# ---- instr_fetch_unit_flat ----
instr_fetch_unit_flat, register map, names as in the netlist:
Bar = 20 µm. Other sequential cells in the stronger grey, the rest of the logic in the fainter grey.
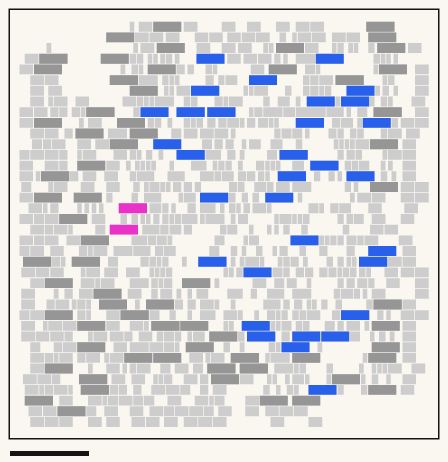
## config.mk

```make
export PLATFORM = sky130hd
export DESIGN_NAME = instr_fetch_unit_flat
export DESIGN_NICKNAME = d
export VERILOG_FILES = /design/src/rtl/rv32i_pkg.sv /design/src/rtl/instr_fetch_unit_if.sv /design/src/rtl/instr_fetch_unit.sv /design/src/flat_wrapper.sv
export SDC_FILE = /design/constraint.sdc
export NUM_CORES = 1
export LEC_CHECK = 0
export CAP_MARGIN = 5
export CORE_MARGIN = 2
export CORE_UTILIZATION = 45
export DETAILED_ROUTE_END_ITERATION = 8
export GPL_TIMING_DRIVEN = 0
export PLACE_DENSITY = 0.78
export SYNTH_ARGS = -nofsm -noshare
export SYNTH_HDL_FRONTEND = slang
export SYNTH_SLANG_ARGS = --single-unit
```

## constraint.sdc

```tcl
create_clock -name clk -period 3 [get_ports clk]
set_input_delay 0.6 -clock clk [delete_from_list [all_inputs] [get_ports clk]]
set_output_delay 0.6 -clock clk [all_outputs]
set_load 0.1 [all_outputs]
```

## src/rtl/rv32i_pkg.sv

```systemverilog
// Shared RV32I definitions: opcodes, the canonical NOP and the fetch FSM encoding.
// Latency: none, constants and types only.
// Backpressure: not applicable.
package rv32i_pkg;

  // Major opcodes (instr[6:0]), shared with the ALU decoder and main control
  localparam logic [6:0] LOAD   = 7'b000_0011;
  localparam logic [6:0] OP_IMM = 7'b001_0011;
  localparam logic [6:0] AUIPC  = 7'b001_0111;
  localparam logic [6:0] STORE  = 7'b010_0011;
  localparam logic [6:0] OP     = 7'b011_0011;
  localparam logic [6:0] LUI    = 7'b011_0111;
  localparam logic [6:0] BRANCH = 7'b110_0011;
  localparam logic [6:0] JAL    = 7'b110_1111;
  localparam logic [6:0] JALR   = 7'b110_0111;

  // ADDI x0,x0,0 -- what the instruction register shows when it holds nothing
  localparam logic [31:0] NOP_INSTR = 32'h0000_0013;

  typedef enum logic [1:0] {
    S_REQ   = 2'd0,
    S_WAIT  = 2'd1,
    S_HOLD  = 2'd2,
    S_FAULT = 2'd3
  } fetch_state_e;

  // Instruction addresses must be word aligned (no compressed extension)
  function automatic logic is_word_aligned(input logic [1:0] addr_lsbs);
    return addr_lsbs == 2'b00;
  endfunction

endpackage

```

## src/rtl/instr_fetch_unit_if.sv

```systemverilog
// Fetch-stage bus bundle: imem request/response, downstream instruction, execute redirect.
// Latency: none, wiring only.
// Backpressure: imem_req_ready stalls requests, instr_ready stalls the held instruction.
interface instr_fetch_unit_if;
  import rv32i_pkg::*;

  logic        imem_req_valid;
  logic        imem_req_ready;
  logic [31:0] imem_addr;
  logic        imem_rsp_valid;
  logic [31:0] imem_rsp_data;

  logic        instr_valid;
  logic        instr_ready;
  logic [31:0] instr;
  logic [31:0] instr_pc;
  logic [6:0]  opcode;
  logic [2:0]  funct3;
  logic [6:0]  funct7;

  logic        redirect_valid;
  logic [31:0] redirect_pc;
  logic        fetch_fault;

  // Fetch unit side
  modport master (
    output imem_req_valid, imem_addr,
    input  imem_req_ready, imem_rsp_valid, imem_rsp_data,
    output instr_valid, instr, instr_pc, opcode, funct3, funct7,
    input  instr_ready,
    input  redirect_valid, redirect_pc,
    output fetch_fault
  );

  // Memory / decode / execute side
  modport slave (
    input  imem_req_valid, imem_addr,
    output imem_req_ready, imem_rsp_valid, imem_rsp_data,
    input  instr_valid, instr, instr_pc, opcode, funct3, funct7,
    output instr_ready,
    output redirect_valid, redirect_pc,
    input  fetch_fault
  );

endinterface

```

## src/rtl/instr_fetch_unit.sv

```systemverilog
// RV32I fetch stage: PC, single-outstanding imem request, instruction register, redirects.
// Latency: request handshake N, response M>=N+1, instr_valid at M+1; 3-cycle issue spacing best case.
// Backpressure: no new request while an instruction is held and instr_ready is low.
module instr_fetch_unit #(
  parameter logic [31:0] RESET_PC  = 32'h0000_0000,
  parameter logic [31:0] NOP_INSTR = rv32i_pkg::NOP_INSTR
) (
  input logic               clk,
  input logic               rst,
  instr_fetch_unit_if.master bus
);
  import rv32i_pkg::*;

  fetch_state_e state_q, state_d;
  logic [31:0]  pc_q, pc_d;
  logic [31:0]  instr_q, instr_d;
  logic [31:0]  instr_pc_q, instr_pc_d;
  logic         discard_q, discard_d;
  logic         fetch_fault_q, fetch_fault_d;

  logic redir_ok;
  logic redir_bad;

  assign redir_ok  = bus.redirect_valid &&  is_word_aligned(bus.redirect_pc[1:0]);
  assign redir_bad = bus.redirect_valid && !is_word_aligned(bus.redirect_pc[1:0]);

  // Next-state: FSM transitions, PC update, instruction capture and squash
  always_comb begin
    state_d       = state_q;
    pc_d          = pc_q;
    instr_d       = instr_q;
    instr_pc_d    = instr_pc_q;
    discard_d     = discard_q;
    fetch_fault_d = fetch_fault_q;

    case (state_q)
      S_REQ: begin
        if (redir_ok) begin
          pc_d = bus.redirect_pc;
        end
        if (bus.imem_req_ready) begin
          // A redirect in the handshake cycle means the in-flight address is stale
          state_d   = S_WAIT;
          discard_d = redir_ok;
        end
      end
      S_WAIT: begin
        if (redir_ok) begin
          pc_d = bus.redirect_pc;
          if (bus.imem_rsp_valid) begin
            state_d   = S_REQ;
            discard_d = 1'b0;
          end else begin
            discard_d = 1'b1;
          end
        end else if (bus.imem_rsp_valid) begin
          if (discard_q) begin
            state_d   = S_REQ;
            discard_d = 1'b0;
          end else begin
            instr_d    = bus.imem_rsp_data;
            instr_pc_d = pc_q;
            state_d    = S_HOLD;
          end
        end
      end
      S_HOLD: begin
        // Redirect wins over a simultaneous consume; the held word is wrong-path
        if (redir_ok) begin
          instr_d = NOP_INSTR;
          pc_d    = bus.redirect_pc;
          state_d = S_REQ;
        end else if (bus.instr_ready) begin
          instr_d = NOP_INSTR;
          pc_d    = pc_q + 32'd4;
          state_d = S_REQ;
        end
      end
      S_FAULT: begin
        // Terminal until reset
      end
    endcase

    // Misaligned target traps from any state; pc keeps the bad target for debug
    if (redir_bad) begin
      state_d       = S_FAULT;
      pc_d          = bus.redirect_pc;
      instr_d       = NOP_INSTR;
      discard_d     = 1'b0;
      fetch_fault_d = 1'b1;
    end
  end

  // State registers with synchronous reset
  always_ff @(posedge clk) begin
    if (rst) begin
      state_q       <= S_REQ;
      pc_q          <= RESET_PC;
      instr_q       <= NOP_INSTR;
      instr_pc_q    <= RESET_PC;
      discard_q     <= 1'b0;
      fetch_fault_q <= 1'b0;
    end else begin
      state_q       <= state_d;
      pc_q          <= pc_d;
      instr_q       <= instr_d;
      instr_pc_q    <= instr_pc_d;
      discard_q     <= discard_d;
      fetch_fault_q <= fetch_fault_d;
    end
  end

  assign bus.imem_req_valid = (state_q == S_REQ) && !rst;
  assign bus.imem_addr      = pc_q;
  assign bus.instr_valid    = (state_q == S_HOLD);
  assign bus.instr          = instr_q;
  assign bus.instr_pc       = instr_pc_q;
  assign bus.opcode         = instr_q[6:0];
  assign bus.funct3         = instr_q[14:12];
  assign bus.funct7         = instr_q[31:25];
  assign bus.fetch_fault    = fetch_fault_q;

endmodule

```

## src/flat_wrapper.sv

```systemverilog
// flat-port wrapper written by rule: the top's interface ports become plain ports
module instr_fetch_unit_flat import rv32i_pkg::*;
#(
  parameter logic [31:0] RESET_PC  = 32'h0000_0000,
  parameter logic [31:0] NOP_INSTR = rv32i_pkg::NOP_INSTR
)
  (clk, rst, bus_imem_req_valid, bus_imem_addr, bus_imem_req_ready, bus_imem_rsp_valid, bus_imem_rsp_data, bus_instr_valid, bus_instr, bus_instr_pc, bus_opcode, bus_funct3, bus_funct7, bus_instr_ready, bus_redirect_valid, bus_redirect_pc, bus_fetch_fault);
  instr_fetch_unit_if bus_i ();
  input logic clk;
  input logic rst;
  output wire logic [$bits(bus_i.imem_req_valid)-1:0] bus_imem_req_valid;
  output wire logic [$bits(bus_i.imem_addr)-1:0] bus_imem_addr;
  input wire logic [$bits(bus_i.imem_req_ready)-1:0] bus_imem_req_ready;
  input wire logic [$bits(bus_i.imem_rsp_valid)-1:0] bus_imem_rsp_valid;
  input wire logic [$bits(bus_i.imem_rsp_data)-1:0] bus_imem_rsp_data;
  output wire logic [$bits(bus_i.instr_valid)-1:0] bus_instr_valid;
  output wire logic [$bits(bus_i.instr)-1:0] bus_instr;
  output wire logic [$bits(bus_i.instr_pc)-1:0] bus_instr_pc;
  output wire logic [$bits(bus_i.opcode)-1:0] bus_opcode;
  output wire logic [$bits(bus_i.funct3)-1:0] bus_funct3;
  output wire logic [$bits(bus_i.funct7)-1:0] bus_funct7;
  input wire logic [$bits(bus_i.instr_ready)-1:0] bus_instr_ready;
  input wire logic [$bits(bus_i.redirect_valid)-1:0] bus_redirect_valid;
  input wire logic [$bits(bus_i.redirect_pc)-1:0] bus_redirect_pc;
  output wire logic [$bits(bus_i.fetch_fault)-1:0] bus_fetch_fault;
  assign bus_imem_req_valid = bus_i.imem_req_valid;
  assign bus_imem_addr = bus_i.imem_addr;
  assign bus_i.imem_req_ready = bus_imem_req_ready;
  assign bus_i.imem_rsp_valid = bus_imem_rsp_valid;
  assign bus_i.imem_rsp_data = bus_imem_rsp_data;
  assign bus_instr_valid = bus_i.instr_valid;
  assign bus_instr = bus_i.instr;
  assign bus_instr_pc = bus_i.instr_pc;
  assign bus_opcode = bus_i.opcode;
  assign bus_funct3 = bus_i.funct3;
  assign bus_funct7 = bus_i.funct7;
  assign bus_i.instr_ready = bus_instr_ready;
  assign bus_i.redirect_valid = bus_redirect_valid;
  assign bus_i.redirect_pc = bus_redirect_pc;
  assign bus_fetch_fault = bus_i.fetch_fault;
  instr_fetch_unit #(.RESET_PC(RESET_PC), .NOP_INSTR(NOP_INSTR)) u_core (.clk(clk), .rst(rst), .bus(bus_i));
endmodule
```

==> notes.md <==
Implementation progress

In the hold report, the worst path ends at u_core.bus.instr_pc[6]. Looking at the setup timing report, the critical path kind is flop to output pin. The synthesized netlist devotes 0% of its cell area to XOR and XNOR gates.

After filler insertion, the fill cell instance count of the layout stands at 943. The flow ran to the end, and the final reports show no timing, DRC or antenna violations. Hold repair after CTS inserted 0 buffers. Per the OpenROAD timing report, the critical path contains 3 cells. The main area contributors are dfxtp_1 40%, nand2_1 7.3%, mux2i_1 6.5%, a21oi_1 6.4%, nor2_1 5.0%. The fraction of area in non-clock buffers stands at 30.2%. The number of antenna violations at the first check in global routing came to 0. The share of total power dissipated in the clock network is 19.9%. The combinational gate count stands at 449. The synthesized design contains 0 enable-type register cells. Looking at the clock tree report, the root buffer type is clkbuf_8. The number of storage elements in the synthesis netlist stands at 100.

The average size of a mapped cell stands at 8.04 µm².
About 'register map, names as in the netlist' of instr_fetch_unit_flat:
[magenta] u_core.state_q | flops: 2
[blue] u_core.bus.imem_addr | flops: 32
flip-flop and latch power: 1560 µW
flop share of the area: 28.0%
register cell area after layout: 2000 µm²


# ---- mantissa_mul_seq ----
mantissa_mul_seq, placed standard cells:
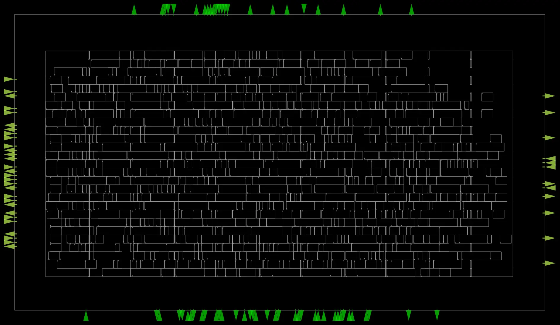
mantissa_mul_seq, floorplan with the power grid:
Bar = 50 µm. Pins as bars on the die edge. Tap cells in grey.
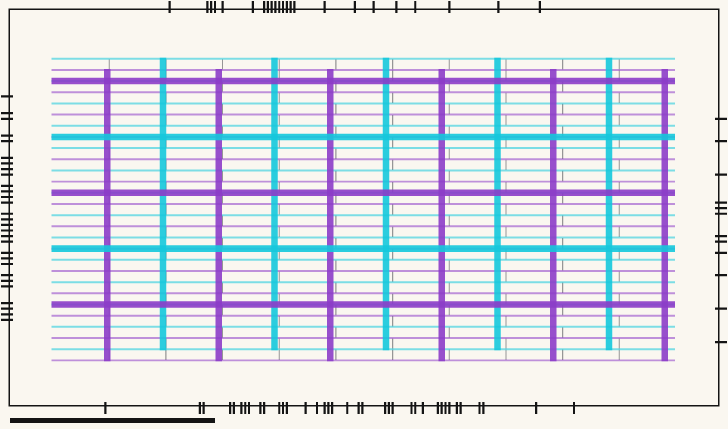
--- src/rtl/mantissa_mul_seq_pkg.sv ---
// Shared FP significand constants and the multiplier control-state encoding.
package mantissa_mul_seq_pkg;

  localparam int SIG_WIDTH  = 24;
  localparam int PROD_WIDTH = 2 * SIG_WIDTH;

  typedef enum logic [1:0] {
    ST_IDLE = 2'd0,
    ST_RUN  = 2'd1,
    ST_DONE = 2'd2
  } mul_state_t;

endpackage

--- src/rtl/mantissa_mul_seq_onebit_mul_step.sv ---
// One shift-and-add step: conditionally add A into hi, then shift {carry,hi,lo} right by one.
module onebit_mul_step #(
  parameter int WIDTH = mantissa_mul_seq_pkg::SIG_WIDTH
) (
  input  logic [WIDTH-1:0] i_hi,
  input  logic [WIDTH-1:0] i_lo,
  input  logic [WIDTH-1:0] i_a,
  output logic [WIDTH-1:0] o_hi,
  output logic [WIDTH-1:0] o_lo
);

  logic [WIDTH:0] w_sum;

  // The extra sum bit keeps the carry, which shifts into the top of hi.
  assign w_sum = {1'b0, i_hi} + (i_lo[0] ? {1'b0, i_a} : {(WIDTH + 1){1'b0}});
  assign o_hi  = w_sum[WIDTH:1];
  assign o_lo  = {w_sum[0], i_lo[WIDTH-1:1]};

endmodule

--- src/rtl/mantissa_mul_seq.sv ---
// Sequential unsigned significand multiplier: one multiplier bit per clock, exact 2*WIDTH product.
module mantissa_mul_seq
  import mantissa_mul_seq_pkg::*;
#(
  parameter int WIDTH = SIG_WIDTH
) (
  input  logic                 in_clk,
  input  logic                 in_rst,
  input  logic                 in_start,
  input  logic [WIDTH-1:0]     in_multiplicand,
  input  logic [WIDTH-1:0]     in_multiplier,
  output logic                 out_busy,
  output logic                 out_done,
  output logic [2*WIDTH-1:0]   out_product
);

  localparam int CW = (WIDTH > 1) ? $clog2(WIDTH) : 1;

  mul_state_t r_state;
  mul_state_t w_state_next;

  logic [WIDTH-1:0]   r_mcand;
  logic [WIDTH-1:0]   r_hi;
  logic [WIDTH-1:0]   r_lo;
  logic [CW-1:0]      r_count;
  logic [2*WIDTH-1:0] r_product;
  logic               r_busy;
  logic               r_done;

  logic [WIDTH-1:0]   w_hi_next;
  logic [WIDTH-1:0]   w_lo_next;
  logic               w_accept;
  logic               w_last;

  onebit_mul_step #(.WIDTH(WIDTH)) u_step (
    .i_hi (r_hi),
    .i_lo (r_lo),
    .i_a  (r_mcand),
    .o_hi (w_hi_next),
    .o_lo (w_lo_next)
  );

  assign w_last = (r_count == CW'(WIDTH - 1));

  always_ff @(posedge in_clk or posedge in_rst) begin
    if (in_rst) begin
      r_state <= ST_IDLE;
    end else begin
      r_state <= w_state_next;
    end
  end

  // DONE accepts a new start just like IDLE, which gives back-to-back operation.
  always_comb begin
    w_state_next = r_state;
    w_accept     = 1'b0;
    case (r_state)
      ST_IDLE: begin
        if (in_start) begin
          w_accept     = 1'b1;
          w_state_next = ST_RUN;
        end
      end
      ST_RUN: begin
        if (w_last) begin
          w_state_next = ST_DONE;
        end
      end
      ST_DONE: begin
        if (in_start) begin
          w_accept     = 1'b1;
          w_state_next = ST_RUN;
        end else begin
          w_state_next = ST_IDLE;
        end
      end
      default: w_state_next = ST_IDLE;
    endcase
  end

  always_ff @(posedge in_clk or posedge in_rst) begin
    if (in_rst) begin
      r_mcand   <= '0;
      r_hi      <= '0;
      r_lo      <= '0;
      r_count   <= '0;
      r_product <= '0;
      r_busy    <= 1'b0;
      r_done    <= 1'b0;
    end else begin
      r_busy <= (w_state_next == ST_RUN);
      r_done <= (w_state_next == ST_DONE);
      if (w_accept) begin
        r_mcand <= in_multiplicand;
        r_hi    <= '0;
        r_lo    <= in_multiplier;
        r_count <= '0;
      end else if (r_state == ST_RUN) begin
        r_hi    <= w_hi_next;
        r_lo    <= w_lo_next;
        r_count <= r_count + 1'b1;
        if (w_last) begin
          r_product <= {w_hi_next, w_lo_next};
        end
      end
    end
  end

  assign out_busy    = r_busy;
  assign out_done    = r_done;
  assign out_product = r_product;

endmodule

--- config.mk ---
export PLATFORM = sky130hd
export DESIGN_NAME = mantissa_mul_seq
export DESIGN_NICKNAME = d
export VERILOG_FILES = /design/src/rtl/mantissa_mul_seq_pkg.sv /design/src/rtl/mantissa_mul_seq_onebit_mul_step.sv /design/src/rtl/mantissa_mul_seq.sv
export SDC_FILE = /design/constraint.sdc
export NUM_CORES = 1
export LEC_CHECK = 0
export CAP_MARGIN = 10
export CORE_ASPECT_RATIO = 0.5
export CORE_MARGIN = 10
export CORE_UTILIZATION = 55
export DETAILED_ROUTE_END_ITERATION = 10
export PLACE_DENSITY = 0.85
export SLEW_MARGIN = 25
export SYNTH_ARGS = -nofsm -noshare
export SYNTH_HDL_FRONTEND = slang
export SYNTH_SLANG_ARGS = --single-unit
--- constraint.sdc ---
create_clock -name in_clk -period 7.1 [get_ports in_clk]
set_input_delay 1.775 -clock in_clk [delete_from_list [all_inputs] [get_ports in_clk]]
set_output_delay 1.775 -clock in_clk [all_outputs]
set_load 0.01 [all_outputs]
==> notes.md <==
Implementation progress

After layout, the setup clock skew is reported as 0.00905 ns. The routed design shows a wire length per standard cell of 18.0 µm. The power report attributes to the clock group a share of 22.5%. Counting instances in the post-synthesis netlist gives the leading cell types as 246 x nand2_1, 129 x dfrtp_1, 32 x clkbuf_1. The number of antenna violations at the first check in global routing stands at 0. The cell-mix breakdown from Yosys lists the XOR/XNOR area share as 3.02%. The worst setup path is launched from a flop.

Switching power as a fraction of the total was reported as 39.0%. The total wire length after detailed routing stands at 16,500 µm. The worst hold path terminates at r_mcand[14]. The delay of the slowest cell on the worst path stands at 0.71 ns. Summing all multiplexer cells gives an area fraction of 1.96%. After its last routability iteration, the placer logged a weighted congestion of 0.895. The count of nets after finishing stands at 838. Per the synthesis report, the number of distinct cell types is 56. Counting tap cells, the placed design contains a total of 887 instances. The critical path arrival stands at 3.92 ns. The flow ran to the end, and the final reports show no timing, DRC or antenna violations.

Post-CTS repair ended up resizing 0 cells. After synthesis, flip-flops and latches occupy 50.6% of the total area. The post-place instance area stands at 7520 µm². TritonCTS built the clock tree.
Notes on 'placed standard cells' of mantissa_mul_seq above:
flop count: 129
core utilization of the finished layout: 72.7%
num tapcells: 145

Notes on 'floorplan with the power grid' of mantissa_mul_seq above:
[cyan] VDD
[purple] VSS
met1 rails: 28
met5 straps: 5
standard cell core area: 11,100 µm²
Die Width: 172 µm
Die Height: 96.2 µm
maximum ir drop on the vdd rail: 0.231 mV



==> gallery <==
Port wiring.
(a)
Bar = 20 µm.
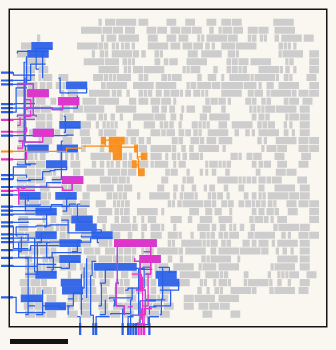
(b)
Bar = 50 µm.
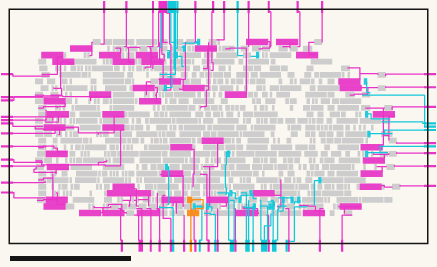
The one with the largest die is (b).
| picture | from |
|---|---|
| (a) | instr_fetch_unit_flat |
| (b) | mantissa_mul_seq |

Key to (a):
[magenta] bus_opcode | bits: 7 | direction: output | edge: 4 west, 3 south | end cells: 7 | buffers: 14 | wire: 314 µm
[orange] bus_redirect_valid | bits: 1 | direction: input | edge: west | end cells: 10 | buffers: 1 | wire: 70.0 µm
[blue] bus_instr | bits: 32 | direction: output | edge: 23 west, 9 south | end cells: 32 | buffers: 42 | wire: 1,260 µm

No activity file was given, so power comes from the tool's default toggle rates.
